# ws281x_rx

==> ws281x_rx/final_clocks.png <==
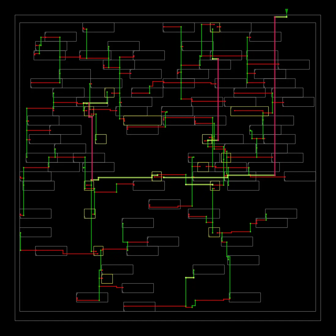

[src/rtl/ws281x_pkg.sv]
// Shared types and default timing for the WS281x driver/receiver pair.
// Cycle counts assume a 25 MHz clock.
package ws281x_pkg;

  localparam int unsigned WS281xWordWidth = 24;

  // Receiver decode thresholds.
  localparam int unsigned WS281xBitThreshCycles = 15;
  localparam int unsigned WS281xMinHighCycles   = 3;
  localparam int unsigned WS281xMaxHighCycles   = 50;
  localparam int unsigned WS281xResetCycles     = 1250;

  // Driver waveform: high time for a 0 and for a 1, and the full bit period.
  localparam int unsigned WS281xT0HCycles = 10;
  localparam int unsigned WS281xT1HCycles = 20;
  localparam int unsigned WS281xBitCycles = 31;

  typedef enum logic [1:0] {
    RESYNC,
    IDLE,
    HIGH,
    LOW
  } ws281x_rx_state_e;

endpackage

[src/rtl/prim_flop_2sync.sv]
// Two-flop synchroniser for bringing an asynchronous level into the clk domain.
module prim_flop_2sync #(
  parameter int unsigned      Width      = 1,
  parameter logic [Width-1:0] ResetValue = '0
) (
  input  logic             clk,
  input  logic             rst_n,
  input  logic [Width-1:0] d,
  output logic [Width-1:0] q
);

  logic [Width-1:0] meta;

  // NOTE: clocked state always uses non-blocking assignments so every flop
  // samples the pre-edge value of its neighbours, whatever the block order.
  always_ff @(posedge clk or negedge rst_n) begin
    if (!rst_n) begin
      meta <= ResetValue;
      q    <= ResetValue;
    end else begin
      meta <= d;
      q    <= meta;
    end
  end

endmodule

[src/rtl/ws281x_rx.sv]
// WS281x single-wire receiver: classifies high pulses by width into bits,
// packs 24-bit MSB-first words and flags the latch gap as a frame boundary.
module ws281x_rx
  import ws281x_pkg::*;
#(
  parameter int unsigned BitThreshCycles = WS281xBitThreshCycles,
  parameter int unsigned MinHighCycles   = WS281xMinHighCycles,
  parameter int unsigned MaxHighCycles   = WS281xMaxHighCycles,
  parameter int unsigned ResetCycles     = WS281xResetCycles
) (
  input  logic                       clk_i,
  input  logic                       rst_ni,
  input  logic                       din_i,
  output logic [WS281xWordWidth-1:0] data_o,
  output logic                       data_valid_o,
  input  logic                       data_ready_i,
  output logic                       frame_end_o,
  output logic                       err_o,
  output logic                       overflow_o
);

  localparam int unsigned CntW = $clog2(ResetCycles + 1);

  localparam logic [CntW-1:0] CntOne = CntW'(1);
  localparam logic [CntW-1:0] HiSat  = CntW'(MaxHighCycles + 1);
  localparam logic [CntW-1:0] LoSat  = CntW'(ResetCycles);
  localparam logic [CntW-1:0] MinHi  = CntW'(MinHighCycles);
  localparam logic [CntW-1:0] MaxHi  = CntW'(MaxHighCycles);
  localparam logic [CntW-1:0] Thresh = CntW'(BitThreshCycles);
  localparam logic [4:0]      LastBit = 5'(WS281xWordWidth - 1);

  if (!(MinHighCycles < BitThreshCycles && BitThreshCycles <= MaxHighCycles &&
        MaxHighCycles < ResetCycles)) begin : g_bad_timing
    $error("ws281x_rx: need MinHighCycles < BitThreshCycles <= MaxHighCycles < ResetCycles");
  end

  logic                       s;
  logic                       prev;
  logic                       rise;
  logic                       fall;
  logic [CntW-1:0]            hi_cnt;
  logic [CntW-1:0]            lo_cnt;
  logic [CntW-1:0]            hi_next;
  logic [CntW-1:0]            lo_next;
  logic                       gap;
  logic                       stuck;
  logic                       bit_val;
  logic [4:0]                 bit_cnt;
  logic [WS281xWordWidth-1:0] shreg;
  logic [WS281xWordWidth-1:0] word;
  ws281x_rx_state_e           state;

  prim_flop_2sync #(
    .Width     (1),
    .ResetValue(1'b0)
  ) u_din_sync (
    .clk  (clk_i),
    .rst_n(rst_ni),
    .d    (din_i),
    .q    (s)
  );

  // Counter "next" values include the current cycle, so width and gap
  // decisions are taken in the cycle the condition first becomes true.
  // NOTE: every always_comb output gets a default first so no path leaves it
  // unassigned, which is what would otherwise infer a latch.
  always_comb begin
    rise    = s & ~prev;
    fall    = ~s & prev;
    hi_next = hi_cnt;
    lo_next = lo_cnt;
    if (rise) begin
      hi_next = CntOne;
    end else if (s && hi_cnt != HiSat) begin
      hi_next = hi_cnt + CntOne;
    end
    if (fall) begin
      lo_next = CntOne;
    end else if (!s && lo_cnt != LoSat) begin
      lo_next = lo_cnt + CntOne;
    end
    gap     = ~s && (lo_next == LoSat);
    stuck   = s && (hi_next > MaxHi);
    bit_val = (hi_cnt >= Thresh);
    word    = {shreg[WS281xWordWidth-2:0], bit_val};
  end

  always_ff @(posedge clk_i or negedge rst_ni) begin
    if (!rst_ni) begin
      prev   <= 1'b0;
      hi_cnt <= '0;
      lo_cnt <= '0;
    end else begin
      prev   <= s;
      hi_cnt <= hi_next;
      lo_cnt <= lo_next;
    end
  end

  always_ff @(posedge clk_i or negedge rst_ni) begin
    if (!rst_ni) begin
      state        <= RESYNC;
      bit_cnt      <= '0;
      shreg        <= '0;
      data_o       <= '0;
      data_valid_o <= 1'b0;
      frame_end_o  <= 1'b0;
      err_o        <= 1'b0;
      overflow_o   <= 1'b0;
    end else begin
      frame_end_o <= 1'b0;
      err_o       <= 1'b0;
      overflow_o  <= 1'b0;

      // A delivery later in this block overrides this clear.
      if (data_valid_o && data_ready_i) begin
        data_valid_o <= 1'b0;
      end

      unique case (state)
        RESYNC: begin
          if (gap) begin
            frame_end_o <= 1'b1;
            state       <= IDLE;
          end
        end

        IDLE: begin
          if (rise) begin
            state <= HIGH;
          end
        end

        HIGH: begin
          if (fall) begin
            if (hi_cnt < MinHi) begin
              err_o   <= 1'b1;
              bit_cnt <= '0;
              state   <= RESYNC;
            end else begin
              shreg <= word;
              state <= LOW;
              if (bit_cnt == LastBit) begin
                bit_cnt <= '0;
                if (!data_valid_o || data_ready_i) begin
                  data_o       <= word;
                  data_valid_o <= 1'b1;
                end else begin
                  overflow_o <= 1'b1;
                end
              end else begin
                bit_cnt <= bit_cnt + 5'd1;
              end
            end
          end else if (stuck) begin
            err_o   <= 1'b1;
            bit_cnt <= '0;
            state   <= RESYNC;
          end
        end

        LOW: begin
          if (rise) begin
            state <= HIGH;
          end else if (gap) begin
            frame_end_o <= 1'b1;
            state       <= IDLE;
            if (bit_cnt != '0) begin
              err_o   <= 1'b1;
              bit_cnt <= '0;
            end
          end
        end

        default: state <= RESYNC;
      endcase
    end
  end

endmodule

[config.mk]
export PLATFORM = sky130hd
export DESIGN_NAME = ws281x_rx
export DESIGN_NICKNAME = d
export VERILOG_FILES = /design/src/rtl/ws281x_pkg.sv /design/src/rtl/prim_flop_2sync.sv /design/src/rtl/ws281x_rx.sv
export SDC_FILE = /design/constraint.sdc
export NUM_CORES = 1
export LEC_CHECK = 0
export CAP_MARGIN = 40
export CORE_UTILIZATION = 55
export CTS_BUF_LIST = sky130_fd_sc_hd__clkbuf_4
export DETAILED_ROUTE_END_ITERATION = 8
export GPL_TIMING_DRIVEN = 0
export PLACE_DENSITY = 0.76
export SLEW_MARGIN = 20
export SYNTH_ARGS = -nofsm -noshare
export SYNTH_HDL_FRONTEND = slang
export SYNTH_SLANG_ARGS = --single-unit
[constraint.sdc]
create_clock -name clk_i -period 3.3 [get_ports clk_i]
set_clock_uncertainty 0.1 [all_clocks]
set_input_delay 0.495 -clock clk_i [delete_from_list [all_inputs] [get_ports clk_i]]
set_output_delay 0.495 -clock clk_i [all_outputs]
set_load 0.02 [all_outputs]
# mb_write_frame_builder_flat

File: src/rtl/mb_write_frame_builder_if.sv
// rtl/mb_write_frame_builder_if.sv - register-mux selector/data and UART byte stream bundle
interface mb_write_frame_builder_if;
    logic [7:0]  selector;
    logic [15:0] data_in;
    logic [7:0]  tx_data;
    logic        tx_valid;
    logic        tx_ready;

    modport master (
        output selector,
        input  data_in,
        output tx_data,
        output tx_valid,
        input  tx_ready
    );

    modport slave (
        input  selector,
        output data_in,
        input  tx_data,
        input  tx_valid,
        output tx_ready
    );
endinterface

File: src/rtl/mb_write_frame_builder.sv
// rtl/mb_write_frame_builder.sv - Modbus RTU function 0x10 request framer with CRC-16/MODBUS
module mb_write_frame_builder #(
    parameter int unsigned MAX_REGS  = 123,
    parameter logic [7:0]  FUNC_CODE = 8'h10
) (
    input  logic                        clk_i,
    input  logic                        reset_ni,
    input  logic                        start_i,
    input  logic [7:0]                  adr_i,
    input  logic [15:0]                 adr_first_reg_tx_i,
    input  logic [7:0]                  num_reg_tx_i,
    mb_write_frame_builder_if.master    bus,
    output logic                        busy_o,
    output logic                        done_o,
    output logic                        err_o
);

    localparam logic [2:0] S_IDLE  = 3'd0;
    localparam logic [2:0] S_HDR   = 3'd1;
    localparam logic [2:0] S_FETCH = 3'd2;
    localparam logic [2:0] S_WAITD = 3'd3;
    localparam logic [2:0] S_DHI   = 3'd4;
    localparam logic [2:0] S_DLO   = 3'd5;
    localparam logic [2:0] S_CRCL  = 3'd6;
    localparam logic [2:0] S_CRCH  = 3'd7;

    localparam logic [8:0] MAX_N = 9'(MAX_REGS);

    logic [2:0]  state_q, state_d;
    logic [2:0]  hdr_idx_q, hdr_idx_d;
    logic [7:0]  adr_q, adr_d;
    logic [15:0] reg_q, reg_d;
    logic [7:0]  n_q, n_d;
    logic [7:0]  sel_q, sel_d;
    logic [7:0]  dlo_q, dlo_d;
    logic [15:0] crc_q, crc_d;
    logic [7:0]  tx_data_q, tx_data_d;
    logic        tx_valid_q, tx_valid_d;
    logic        busy_q, busy_d;
    logic        done_q, done_d;
    logic        err_q, err_d;

    logic        xfer;
    logic        n_ok;
    logic [15:0] crc_upd;

    function automatic logic [15:0] crc16_byte(input logic [15:0] crc_in, input logic [7:0] b);
        logic [15:0] c;
        c = crc_in ^ {8'h00, b};
        for (int i = 0; i < 8; i++) begin
            if (c[0]) c = (c >> 1) ^ 16'hA001;
            else      c = c >> 1;
        end
        return c;
    endfunction

    // Header bytes after the address, taken from the snapshot registers
    function automatic logic [7:0] hdr_byte(input logic [2:0] idx, input logic [7:0] a,
                                            input logic [15:0] r, input logic [7:0] n);
        logic [7:0] b;
        case (idx)
            3'd0:    b = a;
            3'd1:    b = FUNC_CODE;
            3'd2:    b = r[15:8];
            3'd3:    b = r[7:0];
            3'd4:    b = 8'h00;
            3'd5:    b = n;
            3'd6:    b = {n[6:0], 1'b0};
            default: b = 8'h00;
        endcase
        return b;
    endfunction

    assign xfer    = tx_valid_q & bus.tx_ready;
    assign n_ok    = (num_reg_tx_i != 8'd0) && ({1'b0, num_reg_tx_i} <= MAX_N);
    assign crc_upd = crc16_byte(crc_q, tx_data_q);

    always_comb begin
        state_d    = state_q;
        hdr_idx_d  = hdr_idx_q;
        adr_d      = adr_q;
        reg_d      = reg_q;
        n_d        = n_q;
        sel_d      = sel_q;
        dlo_d      = dlo_q;
        crc_d      = crc_q;
        tx_data_d  = tx_data_q;
        tx_valid_d = tx_valid_q;
        busy_d     = busy_q;
        done_d     = 1'b0;
        err_d      = 1'b0;

        case (state_q)
            S_IDLE: begin
                if (start_i) begin
                    if (n_ok) begin
                        adr_d      = adr_i;
                        reg_d      = adr_first_reg_tx_i;
                        n_d        = num_reg_tx_i;
                        crc_d      = 16'hFFFF;
                        tx_data_d  = adr_i;
                        tx_valid_d = 1'b1;
                        busy_d     = 1'b1;
                        hdr_idx_d  = 3'd0;
                        state_d    = S_HDR;
                    end else begin
                        err_d = 1'b1;
                    end
                end
            end
            S_HDR: begin
                if (xfer) begin
                    crc_d = crc_upd;
                    if (hdr_idx_q == 3'd6) begin
                        tx_valid_d = 1'b0;
                        sel_d      = 8'd1;
                        state_d    = S_FETCH;
                    end else begin
                        hdr_idx_d = hdr_idx_q + 3'd1;
                        tx_data_d = hdr_byte(hdr_idx_q + 3'd1, adr_q, reg_q, n_q);
                    end
                end
            end
            S_FETCH: state_d = S_WAITD;
            S_WAITD: begin
                // Mux output reflects the selector set on entry to FETCH
                tx_data_d  = bus.data_in[15:8];
                dlo_d      = bus.data_in[7:0];
                tx_valid_d = 1'b1;
                state_d    = S_DHI;
            end
            S_DHI: begin
                if (xfer) begin
                    crc_d     = crc_upd;
                    tx_data_d = dlo_q;
                    state_d   = S_DLO;
                end
            end
            S_DLO: begin
                if (xfer) begin
                    crc_d = crc_upd;
                    if (sel_q < n_q) begin
                        sel_d      = sel_q + 8'd1;
                        tx_valid_d = 1'b0;
                        state_d    = S_FETCH;
                    end else begin
                        sel_d     = 8'd0;
                        tx_data_d = crc_upd[7:0];
                        state_d   = S_CRCL;
                    end
                end
            end
            S_CRCL: begin
                if (xfer) begin
                    tx_data_d = crc_q[15:8];
                    state_d   = S_CRCH;
                end
            end
            S_CRCH: begin
                if (xfer) begin
                    tx_data_d  = 8'h00;
                    tx_valid_d = 1'b0;
                    busy_d     = 1'b0;
                    done_d     = 1'b1;
                    state_d    = S_IDLE;
                end
            end
            default: state_d = S_IDLE;
        endcase
    end

    always_ff @(posedge clk_i or negedge reset_ni) begin
        if (!reset_ni) begin
            state_q    <= S_IDLE;
            hdr_idx_q  <= 3'd0;
            adr_q      <= 8'h00;
            reg_q      <= 16'h0000;
            n_q        <= 8'h00;
            sel_q      <= 8'h00;
            dlo_q      <= 8'h00;
            crc_q      <= 16'hFFFF;
            tx_data_q  <= 8'h00;
            tx_valid_q <= 1'b0;
            busy_q     <= 1'b0;
            done_q     <= 1'b0;
            err_q      <= 1'b0;
        end else begin
            state_q    <= state_d;
            hdr_idx_q  <= hdr_idx_d;
            adr_q      <= adr_d;
            reg_q      <= reg_d;
            n_q        <= n_d;
            sel_q      <= sel_d;
            dlo_q      <= dlo_d;
            crc_q      <= crc_d;
            tx_data_q  <= tx_data_d;
            tx_valid_q <= tx_valid_d;
            busy_q     <= busy_d;
            done_q     <= done_d;
            err_q      <= err_d;
        end
    end

    assign bus.selector = sel_q;
    assign bus.tx_data  = tx_data_q;
    assign bus.tx_valid = tx_valid_q;
    assign busy_o       = busy_q;
    assign done_o       = done_q;
    assign err_o        = err_q;

endmodule

File: src/flat_wrapper.sv
// flat-port wrapper written by rule: the top's interface ports become plain ports
module mb_write_frame_builder_flat 
#(
    parameter int unsigned MAX_REGS  = 123,
    parameter logic [7:0]  FUNC_CODE = 8'h10
)
  (clk_i, reset_ni, start_i, adr_i, adr_first_reg_tx_i, num_reg_tx_i, busy_o, done_o, err_o, bus_selector, bus_data_in, bus_tx_data, bus_tx_valid, bus_tx_ready);
  mb_write_frame_builder_if bus_i ();
  input  logic clk_i;
  input  logic reset_ni;
  input  logic start_i;
  input  logic [7:0] adr_i;
  input  logic [15:0] adr_first_reg_tx_i;
  input  logic [7:0] num_reg_tx_i;
  output logic busy_o;
  output logic done_o;
  output logic err_o;
  output wire logic [$bits(bus_i.selector)-1:0] bus_selector;
  input wire logic [$bits(bus_i.data_in)-1:0] bus_data_in;
  output wire logic [$bits(bus_i.tx_data)-1:0] bus_tx_data;
  output wire logic [$bits(bus_i.tx_valid)-1:0] bus_tx_valid;
  input wire logic [$bits(bus_i.tx_ready)-1:0] bus_tx_ready;
  assign bus_selector = bus_i.selector;
  assign bus_i.data_in = bus_data_in;
  assign bus_tx_data = bus_i.tx_data;
  assign bus_tx_valid = bus_i.tx_valid;
  assign bus_i.tx_ready = bus_tx_ready;
  mb_write_frame_builder #(.MAX_REGS(MAX_REGS), .FUNC_CODE(FUNC_CODE)) u_core (.clk_i(clk_i), .reset_ni(reset_ni), .start_i(start_i), .adr_i(adr_i), .adr_first_reg_tx_i(adr_first_reg_tx_i), .num_reg_tx_i(num_reg_tx_i), .bus(bus_i), .busy_o(busy_o), .done_o(done_o), .err_o(err_o));
endmodule
File: config.mk
export PLATFORM = sky130hd
export DESIGN_NAME = mb_write_frame_builder_flat
export DESIGN_NICKNAME = d
export VERILOG_FILES = /design/src/rtl/mb_write_frame_builder_if.sv /design/src/rtl/mb_write_frame_builder.sv /design/src/flat_wrapper.sv
export SDC_FILE = /design/constraint.sdc
export NUM_CORES = 1
export LEC_CHECK = 0
export CAP_MARGIN = 25
export CORE_MARGIN = 3
export CORE_UTILIZATION = 54
export DETAILED_ROUTE_END_ITERATION = 10
export GPL_TIMING_DRIVEN = 0
export PLACE_DENSITY = 0.88
export SYNTH_ARGS = -nofsm -noshare
export SYNTH_HDL_FRONTEND = slang
export SYNTH_SLANG_ARGS = --single-unit
File: constraint.sdc
create_clock -name clk_i -period 3.1 [get_ports clk_i]
set_input_delay 0.775 -clock clk_i [delete_from_list [all_inputs] [get_ports clk_i]]
set_output_delay 0.775 -clock clk_i [all_outputs]
set_load 0.02 [all_outputs]
==> ws281x_rx/pins.png <==
Scale: 4 px per µm. Pins as bars across the die edge, other pins in grey.
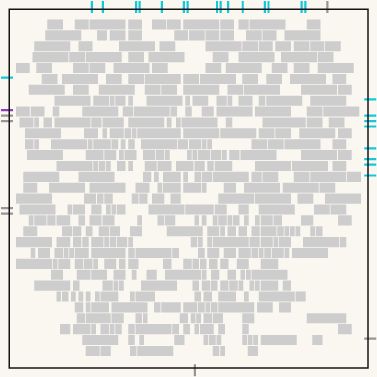
Purple stands for `overflow_o`, pins 1, direction output, edge left. Cyan stands for `data_o`, pins 24, direction output, edge 15 top, 8 right, 1 left.
All pins by edge: 16 top, 9 right, 6 left, 1 bottom.

Notes on ws281x_rx/final_clocks.png above:
flop count: 83
Num CTS Buffers: 9
clock sink count: 83
clock latency on the worst-skew pair: 0.44 ns

==> flow_metrics.env, ws281x_rx <==
# source this file to load flow results
export IMPL_required_ns=3.52
export IMPL_ctsHoldBuffers=1
export IMPL_coreArea_um2=7290
export IMPL_dp_hpwl_um=5700
export IMPL_rsz0062_at_grt="false"
export IMPL_synthArstFlopShare_pct=100
export IMPL_rr_endpoint="bit_cnt[0]"
export IMPL_ys_sh_xor_pct=2.51
export IMPL_aoi_share_pct=10.4
export IMPL_r2r_start="hi_cnt[0]"
export IMPL_crit_buf_inv=1
export IMPL_crit_type="register to register"
export IMPL_maxCapViolations=0
export IMPL_grt_pass1_wl_um=13600
export IMPL_routedWlPerCell_um=15.4
export IMPL_port_buffers=31
export IMPL_setup_viol=0
export IMPL_drc=0
export IMPL_cts_tree="yes"
export IMPL_cp_arrival_ns=3.14
export IMPL_outcome="finished clean"
export IMPL_initCoreUtil_pct=57.5
export IMPL_common_cells="83 x dfrtp_1, 45 x mux2_2, 35 x nand2_1"
export IMPL_met2_usage_pct=34.5
export IMPL_wirelength_um=8130
export IMPL_critPathCaptureType="register"
export IMPL_mostFrequentLayoutCell="dfrtp_1"
export IMPL_mux_share_pct=13.6
export IMPL_num_rows=31
export IMPL_setup_ws_ns=0.378
ws281x_rx: per-stage QoR:
step	power (mW)	utilization (%)	instance area [µm²]	TNS, ns
after global placement	1.30	63.5	4630	-110.30
after detailed placement	1.31	63.8	4650	0
after floorplan	1.24	-	4190	0
final	2.00	66.3	4830	0
after CTS	2.02	66.3	4830	0
after global routing	2.09	66.3	4830	0
ws281x_rx: report_power, final:
group | switching (mW) | leakage, nW | internal [mW]
Sequential | 0.0361 | 1.14 | 1.04
Combinational | 0.135 | 1.04 | 0.0804
Clock | 0.386 | 0.0919 | 0.320
ws281x_rx: sequential cells by signal, indices dropped and copies added (netlist names):
signal / count
bit_cnt: 5
state: 2
u_din_sync.meta: 1
shreg: 23
data_valid_o: 1
overflow_o: 1
frame_end_o: 1
u_din_sync.q: 1
prev: 1
lo_cnt: 11
hi_cnt: 11
data_o: 24
err_o: 1
ws281x_rx: cell type report:
class,instances,area [µm²],share of cell area [%]
buffer,18,116,2.41
tap,99,124,2.56
inverter,20,75.1,1.55
clock inverter,7,104,2.15
sequential,83,2080,43.0
timing repair buffer,33,345,7.14
clock buffer,9,67.6,1.40
multi-input combinational,260,1920,39.8
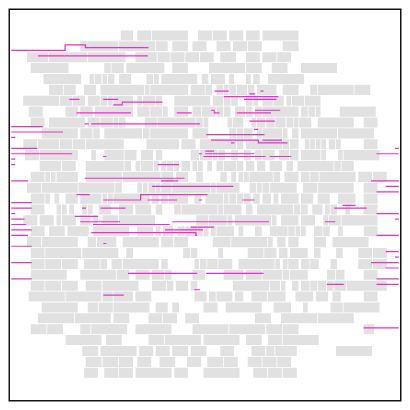
(mb_write_frame_builder_flat/met3.png)
Scale: 4 px per µm.
The wires run mostly horizontal. The longest straight run is 27.1 µm.

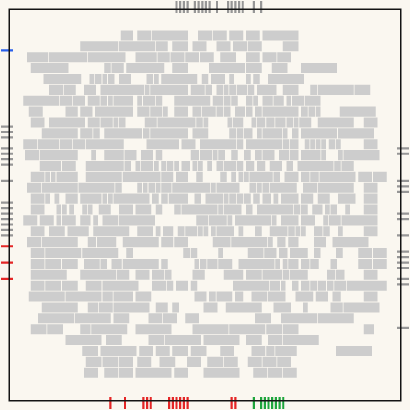
(mb_write_frame_builder_flat/pins.png)
Scale: 4 px per µm. Pins as bars across the die edge, other pins in grey.
Red stands for `adr_first_reg_tx_i`, pins 16, direction input, edge 13 bottom, 3 left. Blue stands for `clk_i`, pins 1, direction input, edge left. Green stands for `num_reg_tx_i`, pins 8, direction input, edge bottom.
All pins by edge: 21 bottom, 19 left, 17 top, 15 right.

==> flow_metrics.env, mb_write_frame_builder_flat <==
# source this file to load flow results
export IMPL_outcome="finished clean"
export IMPL_top_area_cell="dfrtp_1"
export IMPL_antenna_cells=0
export IMPL_synth_flops=82
export IMPL_cellPowerDensity_nw_per_um2=1130
export IMPL_top_cells_by_area="dfrtp_1 37%, mux2_2 9.7%, dfstp_2 9.3%, a21oi_1 4.7%, xnor2_1 3.7%"
export IMPL_initCoreUtil_pct=57.0
export IMPL_finish_utilization_pct=70.6
export IMPL_use_met3_pct=4.38
export IMPL_wl_met2_um=5660
export IMPL_p_switching_mw=2.61
export IMPL_sw_frac_of_total_pct=41.2
export IMPL_seq_power_share_pct=31.8
export IMPL_design_die_area_um2=9500
export IMPL_vdd_drop_max_mv=0.841
export IMPL_cts_resized=0
export IMPL_routed_top_layer="met4"
export IMPL_drv_slew=0
export IMPL_finalPower_mw=6.33
export IMPL_start_kind="input pin"
export IMPL_powerSeq_mw=2.01
export IMPL_final_layout_top_logic_cells="70 x clkdlybuf4s50_1, 66 x dfrtp_1, 42 x a21oi_1"
export IMPL_die_x_um=97.5
export IMPL_coreArea_um2=7930
export IMPL_num_rows=32
export IMPL_placed_cell_area_um2=5380
export IMPL_synth_nets=488
export IMPL_yosys_area_top_type_share_pct=36.5
export IMPL_first_pass_iters=7
export IMPL_ys_cells=423
export IMPL_mostFrequentLayoutCell="clkdlybuf4s50_1"
export IMPL_vias=3680
export IMPL_dr_first_iter_drc_count=234
export IMPL_layout_drive_gt1_share_pct=20.2
export IMPL_met2_usage_pct=40.9
## mb_write_frame_builder_flat: logic make-up (layout without fill, tap and decap cells)
family,after synthesis,in the layout,share of synthesized area [%]
AND-OR/OR-AND,110,110,15.8
XOR/XNOR,24,24,5.12
adder cells (fa/ha/maj),13,13,3.60
buffers and inverters,35,123,3.49
flip-flops,82,82,45.8
multiplexers,56,56,14.3
AND/OR/NAND/NOR,103,103,11.9
## mb_write_frame_builder_flat: cell type report
cell class | instances | share of cell area, %
sequential | 82 | 37.0
inverter | 16 | 1.07
timing repair buffer | 72 | 13.1
tap | 102 | 2.28
buffer | 19 | 1.74
multi-input combinational | 306 | 40.9
clock buffer | 10 | 2.66
clock inverter | 6 | 1.18
## mb_write_frame_builder_flat: worst max-delay path: stages
cell	delay (ns)
clkdlybuf4s50_1	0.53
or4_1	0.14
nor4_2	0.04
a311oi_2	0.47
nor3_4	0.15
nor3b_4	0.63
mux2_4	0.35
## mb_write_frame_builder_flat: through the flow
stage	hold slack [ns]	setup slack, ns
floorplan	0.475	0.619
global placement	0.490	-1.50
detailed placement	0.497	-0.170
CTS	0.299	0.218
global route	0.308	0.115
finish	0.297	0.235

# sat_counter

==> sat_counter/cell_classes.png <==
Scale: 12 px per µm.
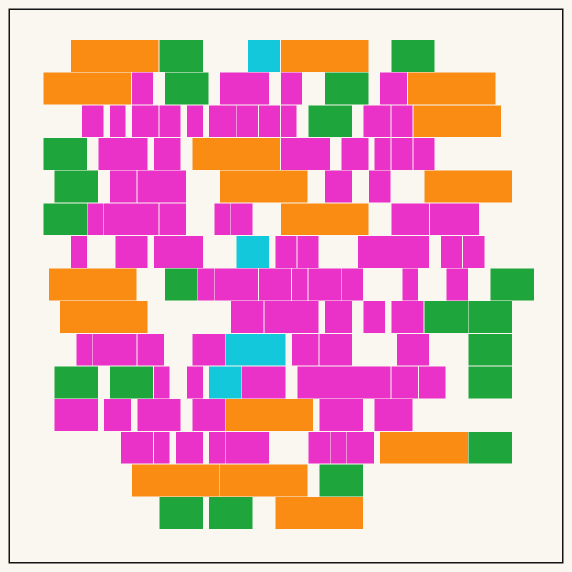
==> sat_counter/wire_density.png <==
Scale: 6 px per µm. 9 x 9 tiles, from dark purple (low) to yellow (high), scaled to the fullest tile. Values are wire area over tile area, all layers added.
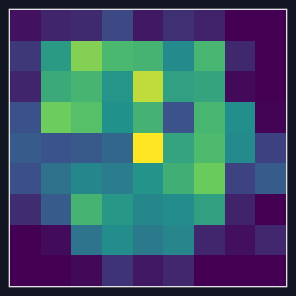
==> sat_counter/final_clocks.png <==
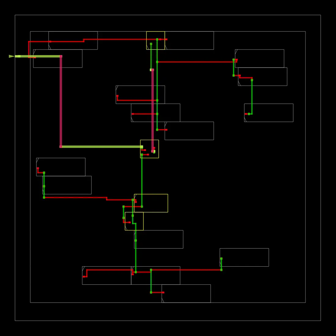
**src/rtl/sat_counter.sv**
```systemverilog
`default_nettype none
// ============================================================================
//  sat_counter
//  Up counter that sticks at all-ones. A clear wins over a same-cycle
//  increment.
//  Revision: 1.0
// ============================================================================
module sat_counter #(
  parameter int W = 16
) (
  input  logic         clk,
  input  logic         rst,
  input  logic         inc,
  input  logic         clr,
  output logic [W-1:0] count
);

  localparam logic [W-1:0] ONE = W'(1);

  // Count up on inc until all-ones; clr or rst return to zero
  always_ff @(posedge clk) begin
    if (rst) begin
      count <= '0;
    end else if (clr) begin
      count <= '0;
    end else if (inc && (count != '1)) begin
      count <= count + ONE;
    end
  end

endmodule
`default_nettype wire

```
**config.mk**
```make
export PLATFORM = sky130hd
export DESIGN_NAME = sat_counter
export DESIGN_NICKNAME = d
export VERILOG_FILES = /design/src/rtl/sat_counter.sv
export SDC_FILE = /design/constraint.sdc
export NUM_CORES = 1
export LEC_CHECK = 0
export CORE_MARGIN = 2
export CORE_UTILIZATION = 52
export DETAILED_ROUTE_END_ITERATION = 6
export GPL_ROUTABILITY_DRIVEN = 0
export PLACE_DENSITY = 0.81
export SYNTH_ARGS = -nofsm -noshare
export SYNTH_HDL_FRONTEND = slang
export SYNTH_SLANG_ARGS = --single-unit
```
**constraint.sdc**
```tcl
create_clock -name clk -period 2.1 [get_ports clk]
set_input_delay 0.315 -clock clk [delete_from_list [all_inputs] [get_ports clk]]
set_output_delay 0.315 -clock clk [all_outputs]
set_load 0.01 [all_outputs]
```
==> flow_metrics.env <==
# source this file to load flow results
export IMPL_outcome="finished clean"
export IMPL_port_buffers=19
export IMPL_avgSynthCellArea_um2=8.99
export IMPL_common_cells="16 x dfxtp_1, 13 x nand2_1, 6 x a21oi_1, 6 x mux2i_1, 5 x nand3_1"
export IMPL_synth_flops=16
export IMPL_fin_worst_skew_ns=0.00119
export IMPL_sh_seq_area_pct=28.4
export IMPL_max_slew_margin_pct=68.7
export IMPL_fin_crit_sh_pct=80.0
export IMPL_logic_family="simple AND/OR/NAND/NOR gates"
export IMPL_grt_max_degree=13
export IMPL_num_multi_input_gates=80
export IMPL_dr_wl_met3_um=80
export IMPL_reg_top3="count (16)"
export IMPL_top_area_cell="dfxtp_1"
export IMPL_largest_reg_flops=16
export IMPL_rsz0062_at_grt="false"
export IMPL_min_delay_start="count[5]"
export IMPL_post_cts_buffers=0
export IMPL_grt_total_usage_pct=20.9
export IMPL_vias=847
export IMPL_yosysMostFrequentCell="dfxtp_1"
export IMPL_yosys_area_top_type_share_pct=34.9
export IMPL_preCtsSetupSlack_ns=0.239
export IMPL_wirelength_um=1890
export IMPL_comb_cell_share_pct=48.7
export IMPL_buf_share_pct=17.5
export IMPL_finish_utilization_pct=66.9
export IMPL_cp_slowest_stage_delay_ns=0.48
export IMPL_clkCellAreaFrac_pct=3.21
export IMPL_vias_per_cell=6.14
export IMPL_num_rows=15
export IMPL_dp_cells=134
export IMPL_crit_chain="nand4_4, nor3_4, a21boi_0, mux2i_1"
export IMPL_area_growth_pct=23.2
export IMPL_drt_met1_wl_um=911
export IMPL_r2r_start="count[13]"
export IMPL_drv_slew=0
export IMPL_maxCapViolations=0
export IMPL_hold_viol_final=0
export IMPL_critPathCaptureType="register"
export IMPL_clockBufferDepth=2
export IMPL_top_register="count"
export IMPL_crit_type="register to register"
About sat_counter/cell_classes.png:
Green stands for other buffers and delay cells, cells 20. Orange stands for flip-flops, cells 16. Cyan stands for clock drivers and dummy loads, cells 4. Magenta stands for all other logic, cells 81.

About sat_counter/wire_density.png:
The mean over all tiles is 0.14. The fullest tile reaches 0.43. 15% of the tiles are nearly empty. The densest ninth of the die: centre.

About sat_counter/final_clocks.png:
flop count: 16
clock sink count: 16
Num CTS Buffers: 3

-- path summary, 6_finish.rpt --
check              to  cells after the start  slack [ns]
max reg2reg  count[1]                      4        0.42
min          count[5]                      2        0.50
max          count[1]                      4        0.42
min reg2reg  count[5]                      2        0.50
-- through the flow --
step	power, mW	instance area, µm²
after global routing	0.557	1130
after CTS	0.543	1130
after detailed placement	0.341	1090
final	0.539	1130
after floorplan	0.327	917
after global placement	0.341	1090
-- metal layers --
| layer | global-route usage [%] | vias up |
|---|---|---|
| met4 | 9.71 | 0 |
| met5 | 0 | - |
| met1 | 29.2 | 389 |
| li1 | - | 428 |
| met2 | 31.1 | 26 |
| met3 | 3.17 | 4 |
-- power breakdown --
group / total (mW) / switching (mW) / internal (mW) / leakage [nW]
clock network: 0.205 / 0.0993 / 0.106 / 0.0210
logic: 0.0279 / 0.0137 / 0.0142 / 0.245
registers: 0.306 / 0.00177 / 0.305 / 0.129
-- logic make-up (layout without fill, tap and decap cells) --
family	Yosys count	count (layout)
AND/OR/NAND/NOR	46	46
flip-flops	16	16
buffers and inverters	6	25
adder cells (fa/ha/maj)	1	1
multiplexers	6	6
AND-OR/OR-AND	27	27

Power is estimated from default activity; no workload was simulated.
